# ---- uart_tx_flat ----
uart_tx_flat/pdn.png
Scale bar: 20 um. Pins as bars on the die edge. Tap cells in grey.
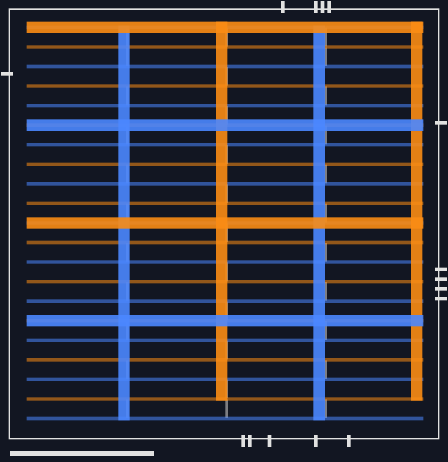

`config.mk`:
```
export PLATFORM = sky130hd
export DESIGN_NAME = uart_tx_flat
export DESIGN_NICKNAME = d
export VERILOG_FILES = /design/src/rtl/uart_tx_if.sv /design/src/rtl/uart_tx.sv /design/src/flat_wrapper.sv
export SDC_FILE = /design/constraint.sdc
export NUM_CORES = 1
export LEC_CHECK = 0
export CAP_MARGIN = 30
export CORE_MARGIN = 2
export CORE_UTILIZATION = 49
export CTS_CLUSTER_SIZE = 16
export DETAILED_ROUTE_END_ITERATION = 6
export PLACE_DENSITY_LB_ADDON = 0.3
export SYNTH_ARGS = -nofsm -noshare
export SYNTH_HDL_FRONTEND = slang
export SYNTH_SLANG_ARGS = --single-unit
```
`constraint.sdc`:
```
create_clock -name clk -period 2.2 [get_ports clk]
set_input_delay 0.44 -clock clk [delete_from_list [all_inputs] [get_ports clk]]
set_output_delay 0.44 -clock clk [all_outputs]
set_load 0.02 [all_outputs]
```
`src/rtl/uart_tx_if.sv`:
```
// Byte handshake between an upstream producer and the UART transmitter.
// The master offers tx_data with tx_valid; the slave answers with tx_ready.
interface uart_tx_if;
    logic       tx_valid;
    logic [7:0] tx_data;
    logic       tx_ready;

    modport master (
        output tx_valid,
        output tx_data,
        input  tx_ready
    );

    modport slave (
        input  tx_valid,
        input  tx_data,
        output tx_ready
    );
endinterface

```
`src/rtl/uart_tx.sv`:
```
// 8N1 UART transmitter: one byte per frame, LSB first, idle-high line.
// Bit timing comes from an integer clocks-per-bit counter with no fractional correction.
module uart_tx #(
    parameter int CLK_FREQ = 50_000_000,
    parameter int BAUD     = 9600
) (
    input  logic      clk,
    input  logic      rst,
    uart_tx_if.slave  bus,
    output logic      tx,
    output logic      tx_busy,
    output logic      tx_done
);
    localparam int CLKS_PER_BIT = CLK_FREQ / BAUD;
    localparam int CNT_W        = $clog2(CLKS_PER_BIT);
    localparam logic [CNT_W-1:0] BAUD_LAST = CNT_W'(CLKS_PER_BIT - 1);

    typedef enum logic [1:0] {
        IDLE,
        START,
        DATA,
        STOP
    } state_e;

    state_e           state_q;
    logic [CNT_W-1:0] baud_q;
    logic [CNT_W-1:0] baud_d;
    logic [2:0]       bit_q;
    logic [7:0]       shift_q;
    logic             tx_q;
    logic             ready_q;
    logic             busy_q;
    logic             done_q;
    logic             baud_last;

    always_comb begin
        // NOTE: every output of this block is assigned on every path, so no latch is inferred.
        baud_last = (baud_q == BAUD_LAST);
        baud_d    = baud_last ? '0 : baud_q + CNT_W'(1);
    end

    // NOTE: sequential state uses non-blocking assignments so every register samples pre-edge values.
    always_ff @(posedge clk) begin
        if (rst) begin
            state_q <= IDLE;
            baud_q  <= '0;
            bit_q   <= '0;
            shift_q <= '0;
            tx_q    <= 1'b1;
            ready_q <= 1'b1;
            busy_q  <= 1'b0;
            done_q  <= 1'b0;
        end else begin
            done_q <= 1'b0;
            case (state_q)
                IDLE: begin
                    baud_q <= '0;
                    if (bus.tx_valid && ready_q) begin
                        shift_q <= bus.tx_data;
                        bit_q   <= '0;
                        tx_q    <= 1'b0;
                        ready_q <= 1'b0;
                        busy_q  <= 1'b1;
                        state_q <= START;
                    end
                end

                START: begin
                    baud_q <= baud_d;
                    if (baud_last) begin
                        tx_q    <= shift_q[0];
                        shift_q <= {1'b0, shift_q[7:1]};
                        state_q <= DATA;
                    end
                end

                DATA: begin
                    baud_q <= baud_d;
                    if (baud_last) begin
                        if (bit_q == 3'd7) begin
                            tx_q    <= 1'b1;
                            state_q <= STOP;
                        end else begin
                            tx_q    <= shift_q[0];
                            shift_q <= {1'b0, shift_q[7:1]};
                            bit_q   <= bit_q + 3'd1;
                        end
                    end
                end

                STOP: begin
                    baud_q <= baud_d;
                    // Frame ends here; ready rises so a held tx_valid is taken on the next edge.
                    if (baud_last) begin
                        state_q <= IDLE;
                        ready_q <= 1'b1;
                        busy_q  <= 1'b0;
                        done_q  <= 1'b1;
                    end
                end

                default: state_q <= IDLE;
            endcase
        end
    end

    assign bus.tx_ready = ready_q;
    assign tx           = tx_q;
    assign tx_busy      = busy_q;
    assign tx_done      = done_q;
endmodule

```
`src/flat_wrapper.sv`:
```
// flat-port wrapper written by rule: the top's interface ports become plain ports
module uart_tx_flat 
#(
    parameter int CLK_FREQ = 50_000_000,
    parameter int BAUD     = 9600
)
  (clk, rst, tx, tx_busy, tx_done, bus_tx_valid, bus_tx_data, bus_tx_ready);
  uart_tx_if bus_i ();
  input  logic clk;
  input  logic rst;
  output logic tx;
  output logic tx_busy;
  output logic tx_done;
  input wire logic [$bits(bus_i.tx_valid)-1:0] bus_tx_valid;
  input wire logic [$bits(bus_i.tx_data)-1:0] bus_tx_data;
  output wire logic [$bits(bus_i.tx_ready)-1:0] bus_tx_ready;
  assign bus_i.tx_valid = bus_tx_valid;
  assign bus_i.tx_data = bus_tx_data;
  assign bus_tx_ready = bus_i.tx_ready;
  uart_tx #(.CLK_FREQ(CLK_FREQ), .BAUD(BAUD)) u_core (.clk(clk), .rst(rst), .bus(bus_i), .tx(tx), .tx_busy(tx_busy), .tx_done(tx_done));
endmodule
```
# ---- adc_in_capture ----
### src/rtl/adc_in_capture.sv
// ADC receive capture: format conversion, trigger range gate, FWFT buffer, I/Q valid/ready stream.
// Input to output is 2 cycles when the buffer is empty. With out_ready low the buffer fills, and further capture samples are dropped (sticky overflow).
module adc_in_capture #(
    parameter int ADC_BITS   = 12,
    parameter int FIFO_DEPTH = 16
) (
    input  logic        clk,
    input  logic        rst_n,
    input  logic        SW_RF,
    input  logic [31:0] ADC_DATA,
    input  logic        adc_valid,
    input  logic        fmt_ob,
    input  logic        trig,
    input  logic [15:0] cfg_delay,
    input  logic [15:0] cfg_num,
    output logic [15:0] ADC_DATA_I,
    output logic [15:0] ADC_DATA_Q,
    output logic        out_valid,
    input  logic        out_ready,
    output logic        out_last,
    output logic        busy,
    output logic        overflow,
    output logic [15:0] frame_cnt
);
    localparam int AW = $clog2(FIFO_DEPTH);
    localparam logic [15:0] LSB_MASK = 16'((32'd1 << (16 - ADC_BITS)) - 32'd1);
    localparam logic [AW:0] FULL_CNT = (AW + 1)'(FIFO_DEPTH);

    typedef enum logic [1:0] {IDLE, DELAY, CAPT} state_t;

    function automatic logic [15:0] conv(input logic [15:0] h, input logic ob);
        conv = {h[15] ^ ob, h[14:0]} & ~LSB_MASK;
    endfunction

    logic [15:0] in_i_q, in_i_d, in_q_q, in_q_d;
    logic        in_vld_q, in_vld_d;
    state_t      state_q, state_d;
    logic [15:0] dly_q, dly_d, num_q, num_d, cnt_q, cnt_d;
    logic        ovf_q, ovf_d;
    logic [AW:0] wr_q, wr_d, rd_q, rd_d;
    logic [32:0] hold_q, hold_d;
    logic [15:0] frame_q, frame_d;
    logic [32:0] mem_q [FIFO_DEPTH];

    logic [AW:0] fill;
    logic        empty, full, pop, push_en;
    logic [32:0] push_dat, head;

    always_comb begin
        in_i_d   = conv(ADC_DATA[15:0], fmt_ob);
        in_q_d   = conv(ADC_DATA[31:16], fmt_ob);
        in_vld_d = adc_valid;
        state_d  = state_q;
        dly_d    = dly_q;
        num_d    = num_q;
        cnt_d    = cnt_q;
        ovf_d    = ovf_q;
        wr_d     = wr_q;
        rd_d     = rd_q;
        hold_d   = hold_q;
        frame_d  = frame_q;
        fill     = wr_q - rd_q;
        empty    = (wr_q == rd_q);
        full     = (fill == FULL_CNT);
        head     = mem_q[rd_q[AW-1:0]];
        pop      = !empty && out_ready;
        push_en  = 1'b0;
        push_dat = {1'b0, in_q_q, in_i_q};

        case (state_q)
            IDLE: begin
                if (trig && SW_RF && cfg_num != 16'd0) begin
                    dly_d   = cfg_delay;
                    num_d   = cfg_num;
                    cnt_d   = 16'd0;
                    ovf_d   = 1'b0;
                    state_d = (cfg_delay == 16'd0) ? CAPT : DELAY;
                end
            end
            DELAY: begin
                if (in_vld_q) begin
                    dly_d = dly_q - 16'd1;
                    if (dly_q == 16'd1) state_d = CAPT;
                end
            end
            CAPT: begin
                if (in_vld_q) begin
                    cnt_d       = cnt_q + 16'd1;
                    push_dat[32] = (cnt_q == num_q - 16'd1);
                    // A simultaneous pop frees a slot, so a full buffer still accepts.
                    if (!full || pop) push_en = 1'b1;
                    else              ovf_d   = 1'b1;
                    if (push_dat[32]) state_d = IDLE;
                end
            end
            default: state_d = IDLE;
        endcase

        if (pop) begin
            rd_d   = rd_q + 1'b1;
            hold_d = head;
            if (head[32]) frame_d = frame_q + 16'd1;
        end
        if (push_en) wr_d = wr_q + 1'b1;

        // RF disable aborts the frame: flush without counting or emitting anything.
        if (!SW_RF) begin
            state_d = IDLE;
            push_en = 1'b0;
            wr_d    = '0;
            rd_d    = '0;
            hold_d  = hold_q;
            frame_d = frame_q;
            ovf_d   = ovf_q;
        end
    end

    always_ff @(posedge clk) begin
        if (!rst_n) begin
            in_i_q   <= '0;
            in_q_q   <= '0;
            in_vld_q <= 1'b0;
            state_q  <= IDLE;
            dly_q    <= '0;
            num_q    <= '0;
            cnt_q    <= '0;
            ovf_q    <= 1'b0;
            wr_q     <= '0;
            rd_q     <= '0;
            hold_q   <= '0;
            frame_q  <= '0;
        end else begin
            in_i_q   <= in_i_d;
            in_q_q   <= in_q_d;
            in_vld_q <= in_vld_d;
            state_q  <= state_d;
            dly_q    <= dly_d;
            num_q    <= num_d;
            cnt_q    <= cnt_d;
            ovf_q    <= ovf_d;
            wr_q     <= wr_d;
            rd_q     <= rd_d;
            hold_q   <= hold_d;
            frame_q  <= frame_d;
        end
    end

    always_ff @(posedge clk) begin
        if (rst_n && push_en) mem_q[wr_q[AW-1:0]] <= push_dat;
    end

    // When empty the outputs show the last sample handed downstream.
    assign out_valid  = !empty;
    assign ADC_DATA_I = empty ? hold_q[15:0]  : head[15:0];
    assign ADC_DATA_Q = empty ? hold_q[31:16] : head[31:16];
    assign out_last   = empty ? hold_q[32]    : head[32];
    assign busy       = (state_q != IDLE);
    assign overflow   = ovf_q;
    assign frame_cnt  = frame_q;
endmodule

### config.mk
export PLATFORM = sky130hd
export DESIGN_NAME = adc_in_capture
export DESIGN_NICKNAME = d
export VERILOG_FILES = /design/src/rtl/adc_in_capture.sv
export SDC_FILE = /design/constraint.sdc
export NUM_CORES = 1
export LEC_CHECK = 0
export CAP_MARGIN = 5
export CORE_AREA = 3 3 237 298
export DETAILED_ROUTE_END_ITERATION = 6
export DIE_AREA = 0 0 240 301
export PLACE_DENSITY = 0.54
export SLEW_MARGIN = 20
export SYNTH_ARGS = -nofsm -noshare
export SYNTH_HDL_FRONTEND = slang
export SYNTH_SLANG_ARGS = --single-unit
### constraint.sdc
create_clock -name clk -period 5.9 [get_ports clk]
set_clock_uncertainty 0.05 [all_clocks]
set_input_delay 1.18 -clock clk [delete_from_list [all_inputs] [get_ports clk]]
set_output_delay 1.18 -clock clk [all_outputs]
set_load 0.01 [all_outputs]
# ---- instr_fetch_flat ----
[config.mk]
export PLATFORM = sky130hd
export DESIGN_NAME = instr_fetch_flat
export DESIGN_NICKNAME = d
export VERILOG_FILES = /design/src/rtl/instr_fetch_pkg.sv /design/src/rtl/instr_fetch_if.sv /design/src/rtl/instr_fetch_mem.sv /design/src/rtl/instr_fetch.sv /design/src/flat_wrapper.sv
export SDC_FILE = /design/constraint.sdc
export NUM_CORES = 2
export LEC_CHECK = 0
export ABC_AREA = 1
export CORE_UTILIZATION = 45
export CTS_CLUSTER_DIAMETER = 30
export DETAILED_ROUTE_END_ITERATION = 12
export PLACE_DENSITY = 0.66
export SETUP_SLACK_MARGIN = 0.02
export SYNTH_ARGS = -nofsm -noshare
export SYNTH_HDL_FRONTEND = slang
export SYNTH_SLANG_ARGS = --single-unit
[constraint.sdc]
create_clock -name clk -period 6.7 [get_ports clk]
set_input_delay 1.34 -clock clk [delete_from_list [all_inputs] [get_ports clk]]
set_output_delay 1.34 -clock clk [all_outputs]
set_load 0.01 [all_outputs]
[src/rtl/instr_fetch_pkg.sv]
// Shared opcode constants, fixed instruction bytes and fetch FSM encoding
// used by the instruction fetch unit and the control unit that drives it.
package instr_fetch_pkg;

  typedef enum logic [1:0] {
    ST_LOAD = 2'd0,
    ST_IDLE = 2'd1,
    ST_RUN  = 2'd2,
    ST_HALT = 2'd3
  } fetch_state_t;

  // Control-unit opcode nibbles (instr[7:4]); only BR and RET affect the PC here.
  localparam logic [3:0] OP_NOP = 4'h0;
  localparam logic [3:0] OP_LDI = 4'h1;
  localparam logic [3:0] OP_ADD = 4'h2;
  localparam logic [3:0] OP_SUB = 4'h3;
  localparam logic [3:0] OP_BR  = 4'b1000;
  localparam logic [3:0] OP_RET = 4'b1011;
  localparam logic [3:0] OP_OUT = 4'hE;
  localparam logic [3:0] OP_HLT = 4'hF;

  localparam logic [7:0] HLT_BYTE = 8'hFF;
  localparam logic [7:0] NOP_BYTE = 8'h00;

  function automatic logic [3:0] opcode(input logic [7:0] b);
    return b[7:4];
  endfunction

endpackage

[src/rtl/instr_fetch_if.sv]
// Program-load port, control-unit strobes and fetch outputs of instr_fetch.
// Load handshake: a beat transfers on a rising clk edge where prog_valid and
// prog_ready are both high; prog_data/prog_last are only meaningful with prog_valid.
interface instr_fetch_if import instr_fetch_pkg::*; #(parameter int PC_W = 8) ();
  logic            prog_valid;
  logic [7:0]      prog_data;
  logic            prog_last;
  logic            prog_ready;
  logic            start;
  logic            pc_load;
  logic            pc_inc;
  logic            halt;
  logic [7:0]      instr;
  logic [PC_W-1:0] pc;
  logic            running;
  logic            halted;
  fetch_state_t    state;
  logic [PC_W-1:0] ret_addr;

  modport master (
    output prog_valid, prog_data, prog_last, start, pc_load, pc_inc, halt,
    input  prog_ready, instr, pc, running, halted, state, ret_addr
  );

  modport slave (
    input  prog_valid, prog_data, prog_last, start, pc_load, pc_inc, halt,
    output prog_ready, instr, pc, running, halted, state, ret_addr
  );
endinterface

[src/rtl/instr_fetch_mem.sv]
// Byte-wide instruction store: synchronous write, asynchronous read so the
// fetch path has zero-cycle latency. Contents are intentionally not reset.
module instr_mem #(
  parameter int AW = 8
) (
  input  logic          clk,
  input  logic          we,
  input  logic [AW-1:0] waddr,
  input  logic [7:0]    wdata,
  input  logic [AW-1:0] raddr,
  output logic [7:0]    rdata
);
  logic [7:0] mem [2**AW];

  always_ff @(posedge clk) begin
    if (we) mem[waddr] <= wdata;
  end

  assign rdata = mem[raddr];
endmodule

[src/rtl/instr_fetch.sv]
// Instruction fetch unit: loads a program byte stream, then supplies mem[pc]
// to the control unit and updates the PC from its halt/branch/step strobes.
module instr_fetch import instr_fetch_pkg::*; #(
  parameter int PC_W = 8
) (
  input  logic          clk,
  input  logic          rst,
  instr_fetch_if.slave  bus
);
  localparam logic [PC_W-1:0] PC_MAX    = {PC_W{1'b1}};
  localparam logic [PC_W-1:0] PAGE_MASK = ~PC_W'(15);

  fetch_state_t    state;
  logic [PC_W-1:0] pc;
  logic [PC_W-1:0] wr_ptr;
  logic [PC_W-1:0] ret_addr;
  logic [PC_W:0]   prog_len;   // one bit wider: a full memory holds 2**PC_W bytes
  logic [7:0]      mem_rdata;
  logic [7:0]      instr;
  logic            prog_ready;
  logic            running;
  logic            halted;
  logic            beat;

  assign beat = bus.prog_valid && prog_ready;

  instr_mem #(.AW(PC_W)) u_mem (
    .clk   (clk),
    .we    (beat),
    .waddr (wr_ptr),
    .wdata (bus.prog_data),
    .raddr (pc),
    .rdata (mem_rdata)
  );

  // Running off the end of the loaded program reads as HLT.
  always_comb begin
    instr = NOP_BYTE;
    if (state == ST_RUN) instr = ({1'b0, pc} < prog_len) ? mem_rdata : HLT_BYTE;
  end

  always_ff @(posedge clk) begin
    if (rst) begin
      state      <= ST_LOAD;
      pc         <= '0;
      wr_ptr     <= '0;
      prog_len   <= '0;
      ret_addr   <= '0;
      prog_ready <= 1'b1;
      running    <= 1'b0;
      halted     <= 1'b0;
    end else begin
      case (state)
        ST_LOAD: begin
          if (beat) begin
            wr_ptr <= wr_ptr + PC_W'(1);
            if (bus.prog_last || wr_ptr == PC_MAX) begin
              state      <= ST_IDLE;
              prog_ready <= 1'b0;
              prog_len   <= {1'b0, wr_ptr} + (PC_W+1)'(1);
            end
          end
        end
        ST_IDLE, ST_HALT: begin
          if (bus.start) begin
            state   <= ST_RUN;
            pc      <= '0;
            running <= 1'b1;
            halted  <= 1'b0;
          end
        end
        ST_RUN: begin
          if (bus.halt) begin
            state   <= ST_HALT;
            running <= 1'b0;
            halted  <= 1'b1;
          end else if (bus.pc_load) begin
            if (opcode(instr) == OP_BR) begin
              ret_addr <= pc + PC_W'(1);
              pc       <= (pc & PAGE_MASK) | PC_W'(instr[3:0]);
            end else if (opcode(instr) == OP_RET) begin
              pc <= ret_addr;
            end
          end else if (bus.pc_inc) begin
            pc <= pc + PC_W'(1);
          end
        end
      endcase
    end
  end

  assign bus.prog_ready = prog_ready;
  assign bus.instr      = instr;
  assign bus.pc         = pc;
  assign bus.running    = running;
  assign bus.halted     = halted;
  assign bus.state      = state;
  assign bus.ret_addr   = ret_addr;
endmodule

[src/flat_wrapper.sv]
// flat-port wrapper written by rule: the top's interface ports become plain ports
module instr_fetch_flat import instr_fetch_pkg::*;
#(
  parameter int PC_W = 8
)
  (clk, rst, bus_prog_valid, bus_prog_data, bus_prog_last, bus_start, bus_pc_load, bus_pc_inc, bus_halt, bus_prog_ready, bus_instr, bus_pc, bus_running, bus_halted, bus_state, bus_ret_addr);
  instr_fetch_if #(.PC_W(PC_W)) bus_i ();
  input  logic clk;
  input  logic rst;
  input wire logic [$bits(bus_i.prog_valid)-1:0] bus_prog_valid;
  input wire logic [$bits(bus_i.prog_data)-1:0] bus_prog_data;
  input wire logic [$bits(bus_i.prog_last)-1:0] bus_prog_last;
  input wire logic [$bits(bus_i.start)-1:0] bus_start;
  input wire logic [$bits(bus_i.pc_load)-1:0] bus_pc_load;
  input wire logic [$bits(bus_i.pc_inc)-1:0] bus_pc_inc;
  input wire logic [$bits(bus_i.halt)-1:0] bus_halt;
  output wire logic [$bits(bus_i.prog_ready)-1:0] bus_prog_ready;
  output wire logic [$bits(bus_i.instr)-1:0] bus_instr;
  output wire logic [$bits(bus_i.pc)-1:0] bus_pc;
  output wire logic [$bits(bus_i.running)-1:0] bus_running;
  output wire logic [$bits(bus_i.halted)-1:0] bus_halted;
  output wire logic [$bits(bus_i.state)-1:0] bus_state;
  output wire logic [$bits(bus_i.ret_addr)-1:0] bus_ret_addr;
  assign bus_i.prog_valid = bus_prog_valid;
  assign bus_i.prog_data = bus_prog_data;
  assign bus_i.prog_last = bus_prog_last;
  assign bus_i.start = bus_start;
  assign bus_i.pc_load = bus_pc_load;
  assign bus_i.pc_inc = bus_pc_inc;
  assign bus_i.halt = bus_halt;
  assign bus_prog_ready = bus_i.prog_ready;
  assign bus_instr = bus_i.instr;
  assign bus_pc = bus_i.pc;
  assign bus_running = bus_i.running;
  assign bus_halted = bus_i.halted;
  assign bus_state = bus_i.state;
  assign bus_ret_addr = bus_i.ret_addr;
  instr_fetch #(.PC_W(PC_W)) u_core (.clk(clk), .rst(rst), .bus(bus_i));
endmodule
uart_tx_flat/cell_classes.png
Scale bar: 20 um.
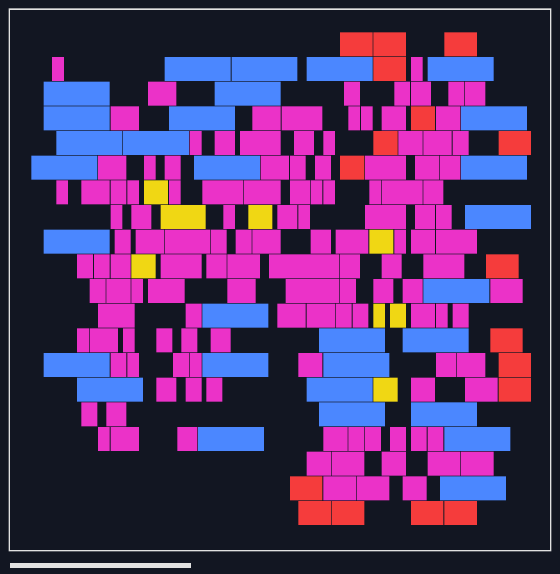
Magenta stands for all other logic, cells 130, share of their area 52%. Blue stands for flip-flops, cells 30, share of their area 35%. Yellow stands for clock drivers and dummy loads, cells 8, share of their area 3.5%. Red stands for other buffers and delay cells, cells 17, share of their area 9.4%.

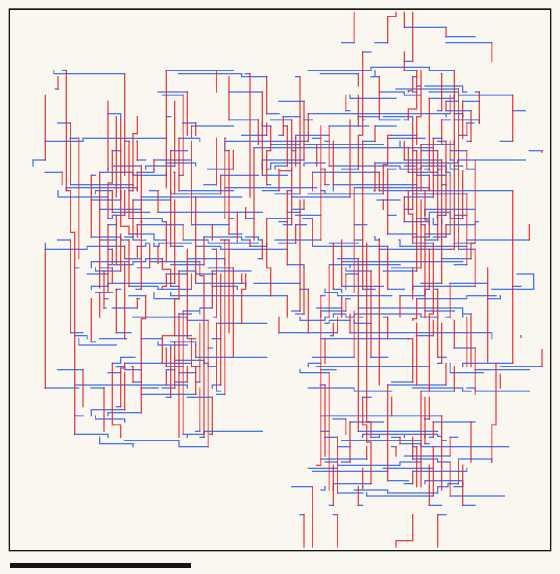
uart_tx_flat/metal_stack.png
Scale bar: 20 um. Two of the layers only.
Blue stands for met1, wire length 1450 um. Red stands for met2, wire length 1570 um.

About uart_tx_flat/pdn.png:
Blue stands for VSS. Orange stands for VDD.
4 straps on met5. 15 signal pins sit on the boundary.

==> results_dict.tcl, uart_tx_flat <==
# implementation run metrics
set metrics [dict create \
    drv_cap 0 \
    setup-tns-final_ps 0 \
    ys_warn_count 0 \
    slowest_stage "o31a_1" \
    powerClk_mw 0.336 \
    ios 15 \
    min_from "u_core.baud_q[0]$_SDFF_PP0_" \
    sh_seq_area 0.339 \
    synth-xor-area-share 0.0348 \
    holdPathEnd "u_core.baud_q[0]$_SDFF_PP0_" \
    r2r-end "u_core.shift_q[3]$_SDFFE_PP0P_" \
    layout_top_cells "dfxtp_1, a21oi_1, clkdlybuf4s50_1" \
    cts_resized 0 \
    status "finished clean" \
    whs_ps 474 \
    clock_area_frac 0.0339 \
    buffer_area_frac 0.0919 \
    synth.top_cell.area_share 0.397 \
    arrival_ps 2120 \
    maxPowerGroup "combinational cells" \
    wl_met2_um 1570 \
]
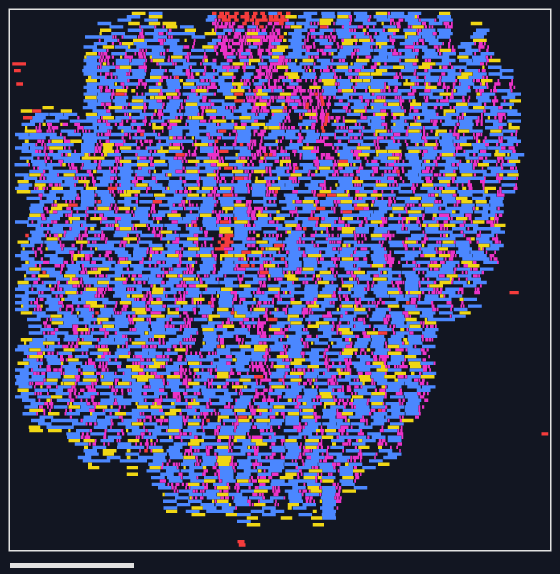
instr_fetch_flat/cell_classes.png
Scale bar: 100 um.
Yellow stands for clock drivers and dummy loads, cells 767, share of their area 14%. Blue stands for flip-flops, cells 2094, share of their area 63%. Magenta stands for all other logic, cells 4531, share of their area 21%. Red stands for other buffers and delay cells, cells 128, share of their area 1.6%.

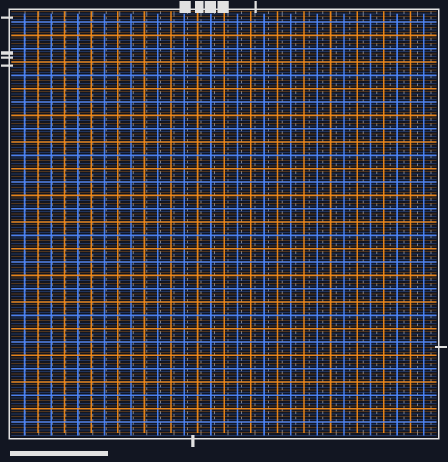
instr_fetch_flat/pdn.png
Scale bar: 100 um. Pins as bars on the die edge. Tap cells in grey.
Orange stands for VDD. Blue stands for VSS.
The core has 159 rows. 31 straps on met5. 160 met1 rails follow the rows. 31 straps on met4. 45 signal pins sit on the boundary.

==> results_dict.tcl, instr_fetch_flat <==
# implementation run metrics
set metrics [dict create \
    status "finished clean" \
    cts_resized 0 \
    syn2layout_area_growth_pct 19.5 \
    synth_top_cell_by_count "edfxtp_1" \
    drt_pre_antenna_iters 8 \
    slowest_stage "dfxtp_4" \
    final_common_cell "edfxtp_1" \
    ys_chip_area_um2 85000 \
    ys_warn_count 0 \
    antenna_found_initial 0 \
    dp_hpwl_um 124000 \
    largest_cell_class "registers" \
    ys_seq_frac 0.734 \
    reg.largest.list "u_core.u_mem.mem: 2048 flops, u_core.prog_len: 9 flops" \
    vias_per_cell 5.81 \
]
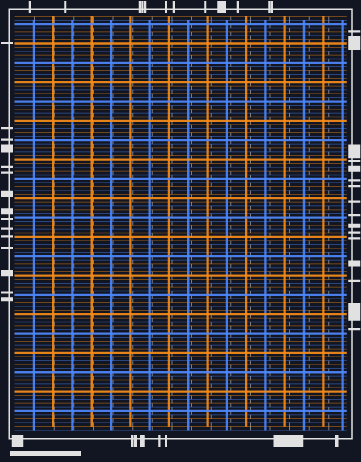
adc_in_capture/pdn.png
Scale bar: 50 um. Pins as bars on the die edge. Tap cells in grey.
Blue stands for VSS. Orange stands for VDD.
123 signal pins sit on the boundary. 872 tap cells. 108 met1 rails follow the rows. The core has 107 rows.

==> results_dict.tcl, adc_in_capture <==
# implementation run metrics
set metrics [dict create \
    status "finished clean" \
    io_buffers 106 \
    nNonClkInverters 22 \
    worstHoldPathCells 2 \
    area_leaders "edfxtp_1, mux4_2, dfxtp_1, nand2_1, a21boi_0" \
    logic_family "multiplexers" \
    grt_max_degree 67 \
    synth.top_cell.area_share 0.554 \
    slowest_delay_ps 620 \
    largest_cell_class "registers" \
    pre_cts_slack_ps 1310 \
    pwr-share-comb 0.028 \
    holdPathEnd "hold_q[28]$_SDFFE_PN0P_" \
    wl_per_cell_um 21.2 \
    powerSeq_mw 4.08 \
    placed_area_um2 23900 \
    clock_area_frac 0.0740 \
    min_from "hold_q[28]$_SDFFE_PN0P_" \
    cts.sinks 531 \
    setup-tns-final_ps 0 \
    fin_nets 1553 \
    arrival_ps 3630 \
    ant_nets 0 \
    syn-cell-area_um2 21700 \
    worstSkewPairLatency_ps 620 \
    clk_pin_slew_worst_paths_ps 60 \
    largest_reg_flops 400 \
]

## Gallery

Clock wires, drivers and flops.
image #1
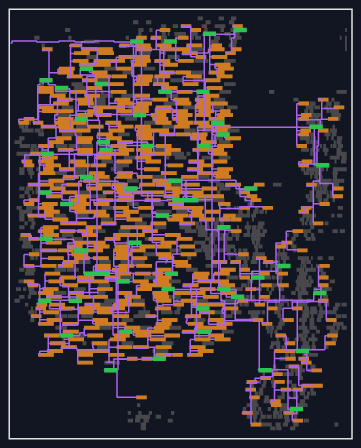
image #2
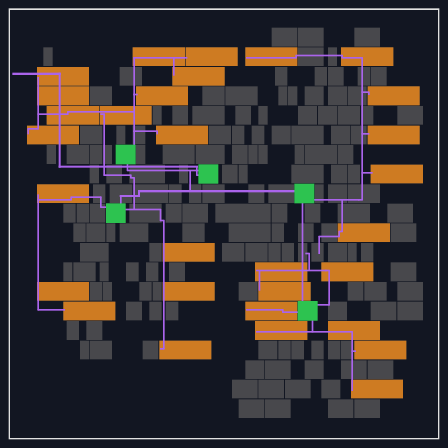
image #3
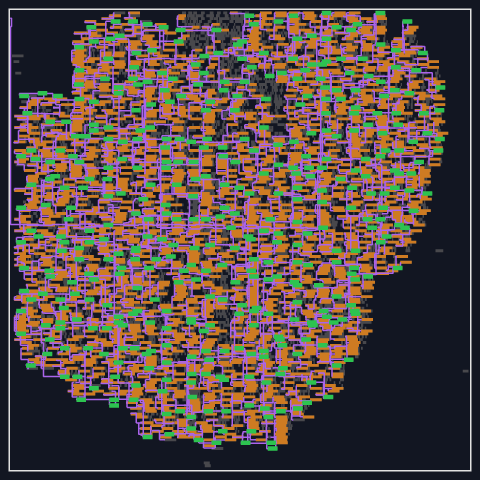
image #3: instr_fetch_flat
image #1: adc_in_capture
image #2: uart_tx_flat

Key to image #1:
Purple stands for clock wires, length 6740 um. Orange stands for flip-flops, count 531. Green stands for cells driving clock nets, count 55.
There are 56 routed clock nets. Position of the flops: all over the die.


# ---- noc_output_arbiter ----
noc_output_arbiter/metal_stack.png
Scale bar: 20 um. Two of the layers only.
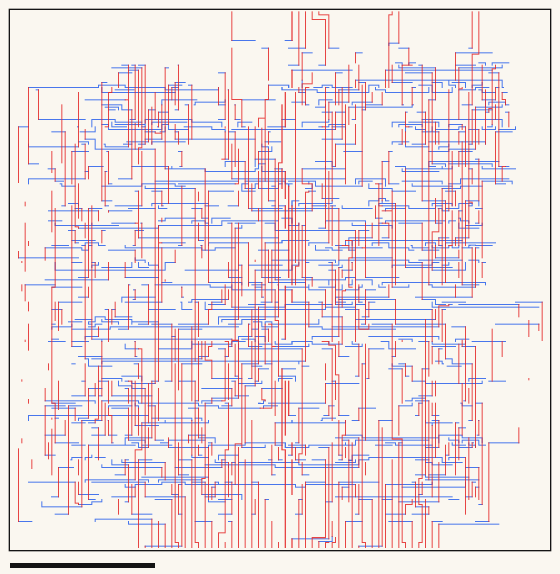

--- src/rtl/noc_output_arbiter.sv ---
// Credit-based, wormhole-locked round-robin arbiter sharing one router output
// link among N_PORTS input ports; accepted flits appear on the link one cycle later.
module noc_output_arbiter #(
  parameter int N_PORTS    = 4,
  parameter int DATA_W     = 16,
  parameter int CREDIT_MAX = 4
) (
  input  logic                      clk,
  input  logic                      rst,
  input  logic [N_PORTS-1:0]        valid_i,
  input  logic [N_PORTS*DATA_W-1:0] data_i,
  input  logic                      credit_i,
  output logic                      enable_o,
  output logic [DATA_W-1:0]         data_o,
  output logic [N_PORTS-1:0]        credit_o,
  output logic                      err_o
);

  localparam int PTR_W = (N_PORTS > 1) ? $clog2(N_PORTS) : 1;
  localparam int CNT_W = $clog2(CREDIT_MAX + 1);
  localparam logic [PTR_W-1:0] LAST_PORT = PTR_W'(N_PORTS - 1);
  localparam logic [CNT_W-1:0] CNT_FULL  = CNT_W'(CREDIT_MAX);

  typedef enum logic {
    IDLE,
    LOCKED
  } state_e;

  state_e              state_q, state_d;
  logic [PTR_W-1:0]    owner_q, owner_d;
  logic [PTR_W-1:0]    rr_q, rr_d;
  logic [CNT_W-1:0]    cnt_q, cnt_d;
  logic                err_q, err_d;
  logic                enable_q, enable_d;
  logic [DATA_W-1:0]   data_q, data_d;

  logic                found;
  logic [PTR_W-1:0]    sel;
  logic [PTR_W-1:0]    idx;
  logic [PTR_W-1:0]    sel_next;
  logic                send;
  logic [DATA_W-1:0]   flit;
  logic                tail;

  // While IDLE the first valid port at or after rr_q wins; a locked packet
  // restricts eligibility to its owner, even when the owner has a bubble.
  always_comb begin
    found = 1'b0;
    sel   = rr_q;
    idx   = rr_q;
    for (int i = 0; i < N_PORTS; i++) begin
      idx = PTR_W'((int'(rr_q) + i) % N_PORTS);
      if (!found && valid_i[idx]) begin
        found = 1'b1;
        sel   = idx;
      end
    end
    if (state_q == LOCKED) begin
      found = valid_i[owner_q];
      sel   = owner_q;
    end
  end

  assign send     = found && (cnt_q != '0) && !rst;
  assign flit     = data_i[int'(sel)*DATA_W +: DATA_W];
  assign tail     = flit[DATA_W-1];
  assign sel_next = (sel == LAST_PORT) ? '0 : sel + PTR_W'(1);
  assign credit_o = send ? (N_PORTS'(1) << sel) : '0;

  always_comb begin
    state_d  = state_q;
    owner_d  = owner_q;
    rr_d     = rr_q;
    cnt_d    = cnt_q;
    err_d    = err_q;
    enable_d = send;
    data_d   = send ? flit : data_q;

    if (send) begin
      if (tail) begin
        state_d = IDLE;
        rr_d    = sel_next;
      end else begin
        state_d = LOCKED;
        owner_d = sel;
      end
    end

    // A credit returned while already full is a downstream protocol error.
    if (send && !credit_i) begin
      cnt_d = cnt_q - CNT_W'(1);
    end else if (!send && credit_i) begin
      if (cnt_q == CNT_FULL) begin
        err_d = 1'b1;
      end else begin
        cnt_d = cnt_q + CNT_W'(1);
      end
    end
  end

  always_ff @(posedge clk) begin
    if (rst) begin
      state_q  <= IDLE;
      owner_q  <= '0;
      rr_q     <= '0;
      cnt_q    <= CNT_FULL;
      err_q    <= 1'b0;
      enable_q <= 1'b0;
      data_q   <= '0;
    end else begin
      state_q  <= state_d;
      owner_q  <= owner_d;
      rr_q     <= rr_d;
      cnt_q    <= cnt_d;
      err_q    <= err_d;
      enable_q <= enable_d;
      data_q   <= data_d;
    end
  end

  assign enable_o = enable_q;
  assign data_o   = data_q;
  assign err_o    = err_q;

  a_grant_onehot : assert property (@(posedge clk) $onehot0(credit_o));
  a_cnt_range    : assert property (@(posedge clk) disable iff (rst) cnt_q <= CNT_FULL);

endmodule
--- config.mk ---
export PLATFORM = sky130hd
export DESIGN_NAME = noc_output_arbiter
export DESIGN_NICKNAME = d
export VERILOG_FILES = /design/src/rtl/noc_output_arbiter.sv
export SDC_FILE = /design/constraint.sdc
export NUM_CORES = 1
export LEC_CHECK = 0
export ABC_AREA = 1
export CORE_UTILIZATION = 44
export CTS_BUF_LIST = sky130_fd_sc_hd__clkbuf_4 sky130_fd_sc_hd__clkbuf_8
export DETAILED_ROUTE_END_ITERATION = 12
export GPL_TIMING_DRIVEN = 1
export PLACE_DENSITY = 0.81
export SLEW_MARGIN = 0
export SYNTH_ARGS = -nofsm -noshare
export SYNTH_HDL_FRONTEND = slang
export SYNTH_SLANG_ARGS = --single-unit
--- constraint.sdc ---
create_clock -name clk -period 3.7 [get_ports clk]
set_input_delay 0.74 -clock clk [delete_from_list [all_inputs] [get_ports clk]]
set_output_delay 0.74 -clock clk [all_outputs]
set_load 0.02 [all_outputs]
# ---- demux_fifo_1_4 ----
===== src/rtl/demux_pkg.sv =====
// rtl/demux_pkg.sv - shared constants, select type and slice helpers for demux_fifo_1_4
package demux_pkg;

    localparam int NCH   = 4;
    localparam int SEL_W = 2;

    typedef logic [SEL_W-1:0] sel_t;

    // LSB of channel ch inside the packed out_data bus
    function automatic int data_lsb(input int ch, input int width);
        return ch * width;
    endfunction

    // LSB of channel ch inside the packed out_count bus (AW+1 bits per channel)
    function automatic int count_lsb(input int ch, input int aw);
        return ch * (aw + 1);
    endfunction

endpackage


===== src/rtl/sync_fifo.sv =====
// rtl/sync_fifo.sv - single-clock show-ahead FIFO
//  clk, rst      clock, asynchronous active-high reset
//  push, din     write strobe and word (ignored while full)
//  pop           read strobe (ignored while empty)
//  dout          head-of-FIFO word, valid while empty=0
//  empty, full   status flags derived from the registered count
//  count         occupancy 0..DEPTH
module sync_fifo #(
    parameter int WIDTH = 8,
    parameter int DEPTH = 4,
    parameter int AW    = 2
) (
    input  logic             clk,
    input  logic             rst,
    input  logic             push,
    input  logic [WIDTH-1:0] din,
    input  logic             pop,
    output logic [WIDTH-1:0] dout,
    output logic             empty,
    output logic             full,
    output logic [AW:0]      count
);

    localparam logic [AW:0] FULL_CNT = (AW+1)'(DEPTH);

    logic [WIDTH-1:0] mem [DEPTH];
    logic [AW-1:0]    wr_ptr;
    logic [AW-1:0]    rd_ptr;
    logic             push_ok;
    logic             pop_ok;

    assign push_ok = push & ~full;
    assign pop_ok  = pop & ~empty;

    always_ff @(posedge clk or posedge rst) begin
        if (rst) begin
            for (int k = 0; k < DEPTH; k++) begin
                mem[k] <= '0;
            end
            wr_ptr <= '0;
            rd_ptr <= '0;
            count  <= '0;
        end else begin
            if (push_ok) begin
                mem[wr_ptr] <= din;
                wr_ptr      <= wr_ptr + AW'(1);
            end
            if (pop_ok) begin
                rd_ptr <= rd_ptr + AW'(1);
            end
            // Simultaneous push and pop leave the occupancy unchanged
            case ({push_ok, pop_ok})
                2'b10:   count <= count + (AW+1)'(1);
                2'b01:   count <= count - (AW+1)'(1);
                default: count <= count;
            endcase
        end
    end

    assign empty = (count == '0);
    assign full  = (count == FULL_CNT);
    // Show-ahead: the head word is presented without a read request
    assign dout  = mem[rd_ptr];

endmodule


===== src/rtl/demux_fifo_1_4.sv =====
// rtl/demux_fifo_1_4.sv - buffered 1:4 stream distributor with per-channel FIFOs
//  clk, rst    clock, asynchronous active-high reset
//  in_valid    input word present
//  in_sel      destination channel 0..3
//  in_data     input word
//  in_ready    destination channel not full
//  out_valid   per-channel head word present
//  out_ready   per-channel consumer ready
//  out_data    channel i at [i*WIDTH +: WIDTH]
//  out_count   channel i occupancy at [i*(AW+1) +: AW+1]
module demux_fifo_1_4
    import demux_pkg::*;
#(
    parameter int WIDTH = 8,
    parameter int DEPTH = 4,
    parameter int AW    = 2
) (
    input  logic                  clk,
    input  logic                  rst,
    input  logic                  in_valid,
    input  sel_t                  in_sel,
    input  logic [WIDTH-1:0]      in_data,
    output logic                  in_ready,
    output logic [NCH-1:0]        out_valid,
    input  logic [NCH-1:0]        out_ready,
    output logic [NCH*WIDTH-1:0]  out_data,
    output logic [NCH*(AW+1)-1:0] out_count
);

    logic [NCH-1:0] full;
    logic [NCH-1:0] empty;
    logic [NCH-1:0] push;

    // Depends only on in_sel and registered full flags; a channel popping in
    // the same cycle does not open the gate (no look-ahead).
    assign in_ready = ~full[in_sel];

    for (genvar i = 0; i < NCH; i++) begin : g_ch
        logic pop;

        assign push[i]      = in_valid & in_ready & (in_sel == sel_t'(i));
        assign pop          = out_valid[i] & out_ready[i];
        assign out_valid[i] = ~empty[i];

        sync_fifo #(
            .WIDTH (WIDTH),
            .DEPTH (DEPTH),
            .AW    (AW)
        ) u_fifo (
            .clk   (clk),
            .rst   (rst),
            .push  (push[i]),
            .din   (in_data),
            .pop   (pop),
            .dout  (out_data[data_lsb(i, WIDTH) +: WIDTH]),
            .empty (empty[i]),
            .full  (full[i]),
            .count (out_count[count_lsb(i, AW) +: AW+1])
        );
    end

endmodule


===== config.mk =====
export PLATFORM = sky130hd
export DESIGN_NAME = demux_fifo_1_4
export DESIGN_NICKNAME = d
export VERILOG_FILES = /design/src/rtl/demux_pkg.sv /design/src/rtl/sync_fifo.sv /design/src/rtl/demux_fifo_1_4.sv
export SDC_FILE = /design/constraint.sdc
export NUM_CORES = 1
export LEC_CHECK = 0
export ABC_AREA = 0
export CAP_MARGIN = 20
export CORE_ASPECT_RATIO = 1.2
export CORE_MARGIN = 4
export CORE_UTILIZATION = 30
export DETAILED_ROUTE_END_ITERATION = 16
export GPL_TIMING_DRIVEN = 1
export PLACE_DENSITY_LB_ADDON = 0.08
export SLEW_MARGIN = 20
export SYNTH_ARGS = -nofsm -noshare
export SYNTH_HDL_FRONTEND = slang
export SYNTH_SLANG_ARGS = --single-unit

===== constraint.sdc =====
create_clock -name clk -period 4.4 [get_ports clk]
set_clock_uncertainty 0.15 [all_clocks]
set_input_delay 0.44 -clock clk [delete_from_list [all_inputs] [get_ports clk]]
set_output_delay 0.44 -clock clk [all_outputs]
set_load 0.05 [all_outputs]

# ---- ac_compressor_ctrl ----
$ cat config.mk
export PLATFORM = sky130hd
export DESIGN_NAME = ac_compressor_ctrl
export DESIGN_NICKNAME = d
export VERILOG_FILES = /design/src/rtl/ac_compressor_ctrl.sv
export SDC_FILE = /design/constraint.sdc
export NUM_CORES = 1
export LEC_CHECK = 0
export CORE_MARGIN = 5
export CORE_UTILIZATION = 25
export CTS_CLUSTER_DIAMETER = 80
export DETAILED_ROUTE_END_ITERATION = 10
export PLACE_DENSITY = 0.55
export SETUP_SLACK_MARGIN = 0.02
export SLEW_MARGIN = 30
export SYNTH_ARGS = -nofsm -noshare
export SYNTH_HDL_FRONTEND = slang
export SYNTH_SLANG_ARGS = --single-unit
$ cat constraint.sdc
create_clock -name clk_i -period 2.8 [get_ports clk_i]
set_clock_uncertainty 0.1 [all_clocks]
set_input_delay 0.42 -clock clk_i [delete_from_list [all_inputs] [get_ports clk_i]]
set_output_delay 0.42 -clock clk_i [all_outputs]
set_load 0.05 [all_outputs]
$ cat src/rtl/ac_compressor_ctrl.sv
// Compressor/fan sequencer: setpoint hysteresis with minimum on/off times,
// fan run-on after compressor stop and a saturating start counter.
module ac_compressor_ctrl #(
    parameter int ON_TH    = 20,
    parameter int OFF_TH   = 2,
    parameter int MIN_ON   = 120,
    parameter int MIN_OFF  = 180,
    parameter int FAN_POST = 30,
    parameter int TIMER_W  = 8
) (
    input  logic        clk_i,
    input  logic        rst_i,
    input  logic        start_i,
    input  logic        tick_i,
    input  logic [4:0]  temp_i,
    input  logic [4:0]  setpoint_i,
    output logic        compressor_o,
    output logic        fan_o,
    output logic [2:0]  state_o,
    output logic [15:0] starts_o
);

    typedef enum logic [2:0] {
        S_OFF     = 3'd0,
        S_LOCKOUT = 3'd1,
        S_READY   = 3'd2,
        S_COOL    = 3'd3,
        S_RUNON   = 3'd4
    } state_t;

    localparam logic [4:0]         L_ON_TH    = 5'(ON_TH);
    localparam logic [4:0]         L_OFF_TH   = 5'(OFF_TH);
    localparam logic [TIMER_W-1:0] L_MIN_ON   = TIMER_W'(MIN_ON);
    localparam logic [TIMER_W-1:0] L_MIN_OFF  = TIMER_W'(MIN_OFF);
    localparam logic [TIMER_W-1:0] L_FAN_POST = TIMER_W'(FAN_POST);

    state_t               r_state;
    state_t               w_state_nxt;
    logic [TIMER_W-1:0]   r_timer;
    logic [4:0]           r_diff;
    logic [15:0]          r_starts;
    logic [4:0]           w_diff;
    logic                 w_load;
    logic [TIMER_W-1:0]   w_load_val;
    logic                 w_start_inc;
    logic                 w_timer_zero;

    // Difference clamps at zero when the room is colder than the setpoint.
    assign w_diff       = (temp_i > setpoint_i) ? (temp_i - setpoint_i) : 5'd0;
    assign w_timer_zero = (r_timer == '0);

    always_comb begin
        w_state_nxt = r_state;
        w_load      = 1'b0;
        w_load_val  = '0;
        w_start_inc = 1'b0;
        case (r_state)
            S_OFF: begin
                if (start_i) begin
                    w_state_nxt = S_LOCKOUT;
                    w_load      = 1'b1;
                    w_load_val  = L_MIN_OFF;
                end
            end
            S_LOCKOUT: begin
                if (!start_i)          w_state_nxt = S_OFF;
                else if (w_timer_zero) w_state_nxt = S_READY;
            end
            S_READY: begin
                if (!start_i) begin
                    w_state_nxt = S_OFF;
                end else if (r_diff > L_ON_TH) begin
                    w_state_nxt = S_COOL;
                    w_load      = 1'b1;
                    w_load_val  = L_MIN_ON;
                    w_start_inc = 1'b1;
                end
            end
            S_COOL: begin
                // A stop request cuts the minimum on-time short.
                if (!start_i || (w_timer_zero && (r_diff <= L_OFF_TH))) begin
                    w_state_nxt = S_RUNON;
                    w_load      = 1'b1;
                    w_load_val  = L_FAN_POST;
                end
            end
            S_RUNON: begin
                if (w_timer_zero) begin
                    if (start_i) begin
                        w_state_nxt = S_LOCKOUT;
                        w_load      = 1'b1;
                        w_load_val  = L_MIN_OFF;
                    end else begin
                        w_state_nxt = S_OFF;
                    end
                end
            end
            default: w_state_nxt = S_OFF;
        endcase
    end

    always_ff @(posedge clk_i or posedge rst_i) begin
        if (rst_i) begin
            r_state <= S_OFF;
            r_timer <= '0;
            r_diff  <= '0;
        end else begin
            r_state <= w_state_nxt;
            r_diff  <= w_diff;
            if (w_load)
                r_timer <= w_load_val;
            else if (tick_i && !w_timer_zero)
                r_timer <= r_timer - TIMER_W'(1);
        end
    end

    always_ff @(posedge clk_i or posedge rst_i) begin
        if (rst_i)
            r_starts <= '0;
        else if (w_start_inc && (r_starts != 16'hFFFF))
            r_starts <= r_starts + 16'd1;
    end

    assign compressor_o = (r_state == S_COOL);
    assign fan_o        = (r_state == S_COOL) || (r_state == S_RUNON);
    assign state_o      = r_state;
    assign starts_o     = r_starts;

endmodule
ac_compressor_ctrl/cell_classes.png
Scale bar: 20 um.
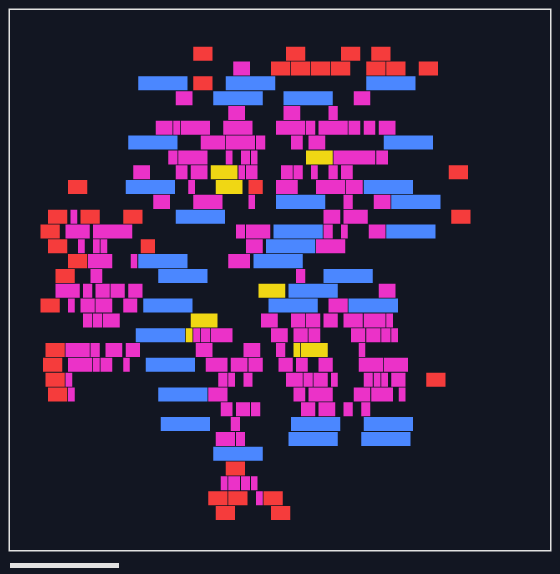
Yellow stands for clock drivers and dummy loads, cells 8, share of their area 3.8%. Blue stands for flip-flops, cells 32, share of their area 33%. Magenta stands for all other logic, cells 152, share of their area 48%. Red stands for other buffers and delay cells, cells 36, share of their area 15%.
post-route cell area: 2530 um^2
Core Util, Final: 0.327

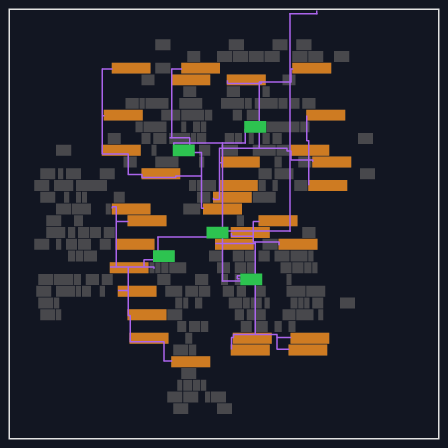
ac_compressor_ctrl/clock_map.png
Orange stands for flip-flops, count 32. Purple stands for clock wires, length 491 um. Green stands for cells driving clock nets, count 5.
There are 6 routed clock nets.
Worst-Skew Late Latency: 280 ps

==> results_dict.tcl, ac_compressor_ctrl <==
# implementation run metrics
set metrics [dict create \
    nNonClkInverters 16 \
    layout_top_cells "clkdlybuf4s50_1, dfrtp_1, xor2_1" \
    die-area_um2 9830 \
    critPathKind "register to primary output" \
    syn-cell-area_um2 1990 \
    cts.path.max_buffers 2 \
    ys_chip_area_um2 1990 \
    setup_ws_ps 243 \
    synth-edff-count 0 \
    setup-tns-final_ps 0 \
    drc_errors 0 \
    ys_seq_frac 0.403 \
    ff_count 32 \
    place_inst 322 \
    grt_max_degree 33 \
    dieHeight_um 99.2 \
    ios 35 \
    holdPathEnd "starts_o[13]$_DFFE_PP0P_" \
    warning_count 27 \
    area_leaders "dfrtp_1, xor2_1, a2111oi_2, ha_1, inv_1" \
    initCoreUtil 0.257 \
    placed_area_um2 2440 \
    rrSetupSlack_ps 560 \
    largest_cell_class "logic gates" \
    compound_area_frac 0.180 \
    status "finished clean" \
    arrival_ps 2040 \
    max-slew-margin-rel 0.476 \
    crit_buf_inv 1 \
    cp_max_fo 8 \
]
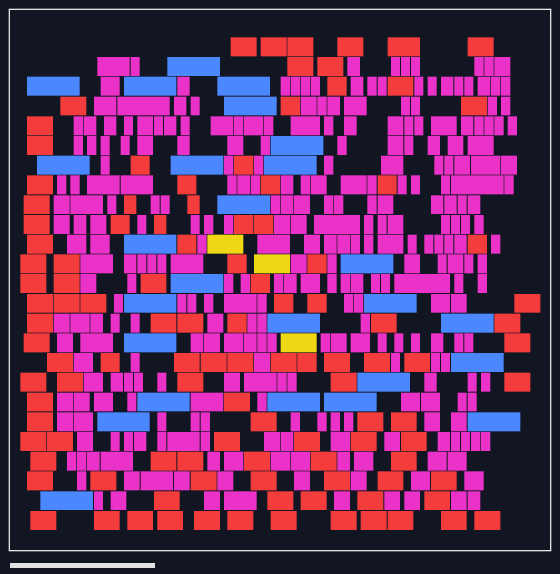
noc_output_arbiter/cell_classes.png
Scale bar: 20 um.
Magenta stands for all other logic, cells 301, share of their area 51%. Red stands for other buffers and delay cells, cells 111, share of their area 32%. Yellow stands for cells driving clock nets, cells 3, share of their area 1.3%. Blue stands for flip-flops, cells 26, share of their area 16%.

Notes on noc_output_arbiter/metal_stack.png above:
Red stands for met2, wire length 3090 um. Blue stands for met1, wire length 2730 um.

==> results_dict.tcl, noc_output_arbiter <==
# implementation run metrics
set metrics [dict create \
    status "finished clean" \
    synth.cellmix.simpleShare 0.438 \
    setup-tns-final_ps 0 \
    postCtsHoldBufs 0 \
    stdcell_count 508 \
    fp_nets 422 \
    hold_path_class "register to register" \
    routed.top_layer "met4" \
    nWellTaps 67 \
    ios 93 \
    grtUsageMet1 0.293 \
    warning_count 30 \
    grtUsageMet2 0.433 \
    clk_pin_slew_worst_paths_ps 80 \
    finalClockPeriodUsage 0.934 \
    drt-total-wl_um 6220 \
    fillers 464 \
    r2r-end "cnt_q[2]$_SDFFE_PP1P_" \
    io_buffers 92 \
    drc_errors 0 \
    synth-edff-count 0 \
    comb_area_frac 0.444 \
    slowest_stage "clkdlybuf4s50_1" \
    synthArstFlopShare 0 \
    nNonClkInverters 43 \
    die-area_um2 5540 \
]
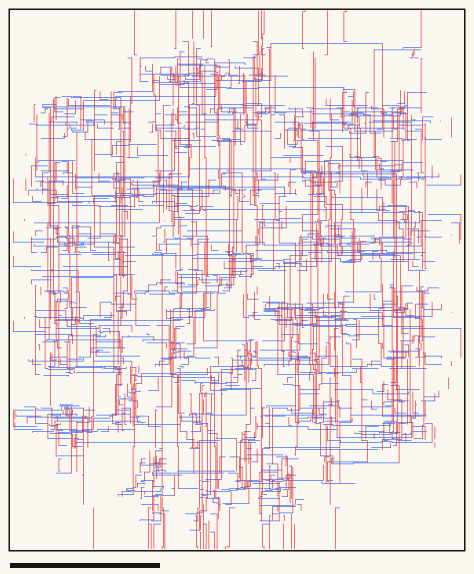
demux_fifo_1_4/metal_stack.png
Scale bar: 50 um. Two of the layers only.
Red stands for met2, wire length 8370 um. Blue stands for met1, wire length 7270 um.
Avg WL per Cell: 18.7 um
Final Routed Wirelength: 16200 um

==> results_dict.tcl, demux_fifo_1_4 <==
# implementation run metrics
set metrics [dict create \
    fin_crit_ps 3290 \
    gr-total-overflow 0 \
    nClkBuffers 17 \
    final_area_um2 9000 \
    top_area_cell "dfrtp_1" \
    drc_errors 0 \
    max-slew-margin-rel 0.449 \
    grt.met3_usage 0.0264 \
    dp_hpwl_um 10900 \
    grt_max_degree 120 \
    gp_congestion 0.662 \
    synth.cellmix.simpleShare 0.0608 \
    fp_nets 512 \
    r2r-end "g_ch[1].u_fifo.count[2]$_DFFE_PP0P_" \
    ys.flops 156 \
    postCtsHoldBufs 0 \
    finish.utilization 0.372 \
    arrival_ps 2700 \
    sh_seq_area 0.434 \
    coreArea_um2 24200 \
    rows 62 \
    comb_area_frac 0.367 \
    cp-end-kind "primary output" \
    nNonClkInverters 25 \
    status "finished clean" \
]

## Gallery

Floorplan with the power grid.
Plate I
Scale bar: 50 um. Pins as bars on the die edge. Tap cells in grey.
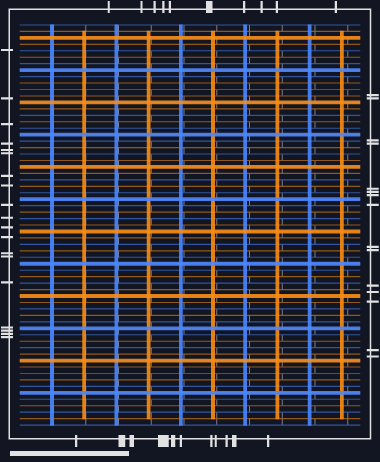
Plate II
Scale bar: 20 um. Pins as bars on the die edge. Tap cells in grey.
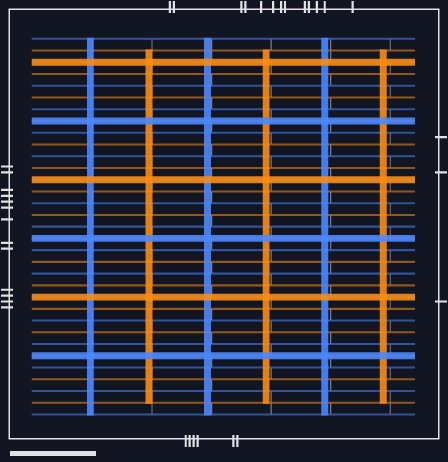
Plate III
Scale bar: 20 um. Pins as bars on the die edge. Tap cells in grey.
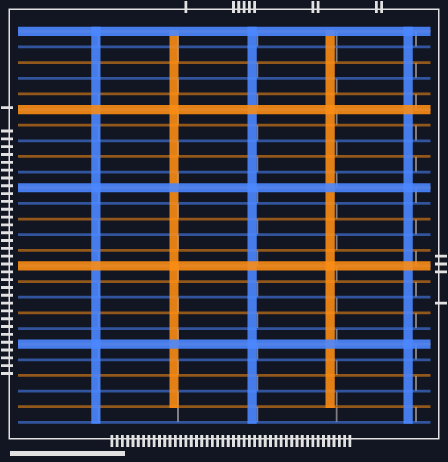
The one with the fewest pins is Plate II.
The one with the smallest die is Plate III.
- Plate I = demux_fifo_1_4
- Plate II = ac_compressor_ctrl
- Plate III = noc_output_arbiter

Key to Plate I:
Blue stands for VSS. Orange stands for VDD.
63 met1 rails follow the rows. 10 straps on met4.



## Gallery

Metal layers overlaid.
panel A
Scale bar: 20 um. Two of the layers only.
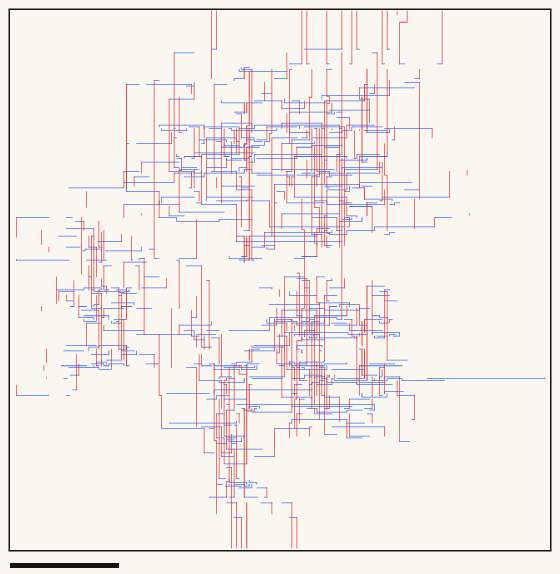
panel B
Scale bar: 50 um. Two of the layers only.
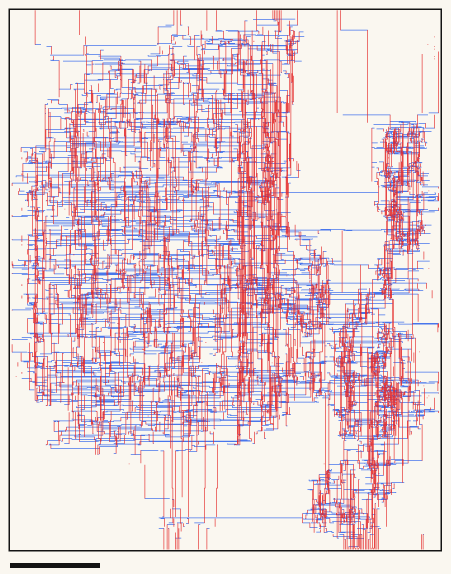
panel C
Scale bar: 100 um. Two of the layers only.
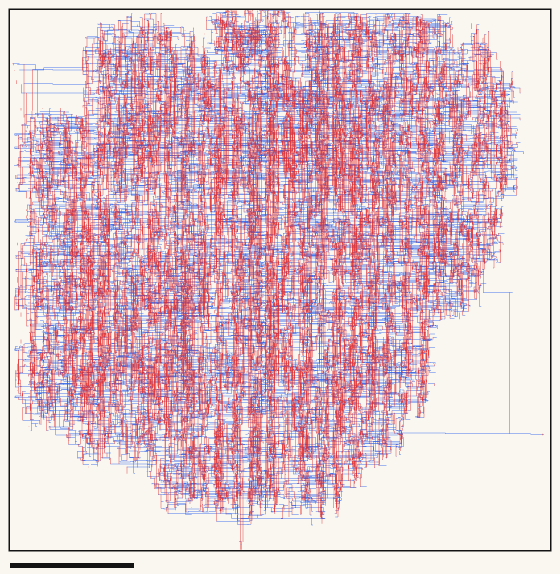
| picture | from |
|---|---|
| panel C | instr_fetch_flat |
| panel B | adc_in_capture |
| panel A | ac_compressor_ctrl |
Of these, least wire: panel A

Key to panel C:
Red stands for met2, wire length 110 mm. Blue stands for met1, wire length 92.5 mm.

No activity file was given, so power comes from the tool's default toggle rates.
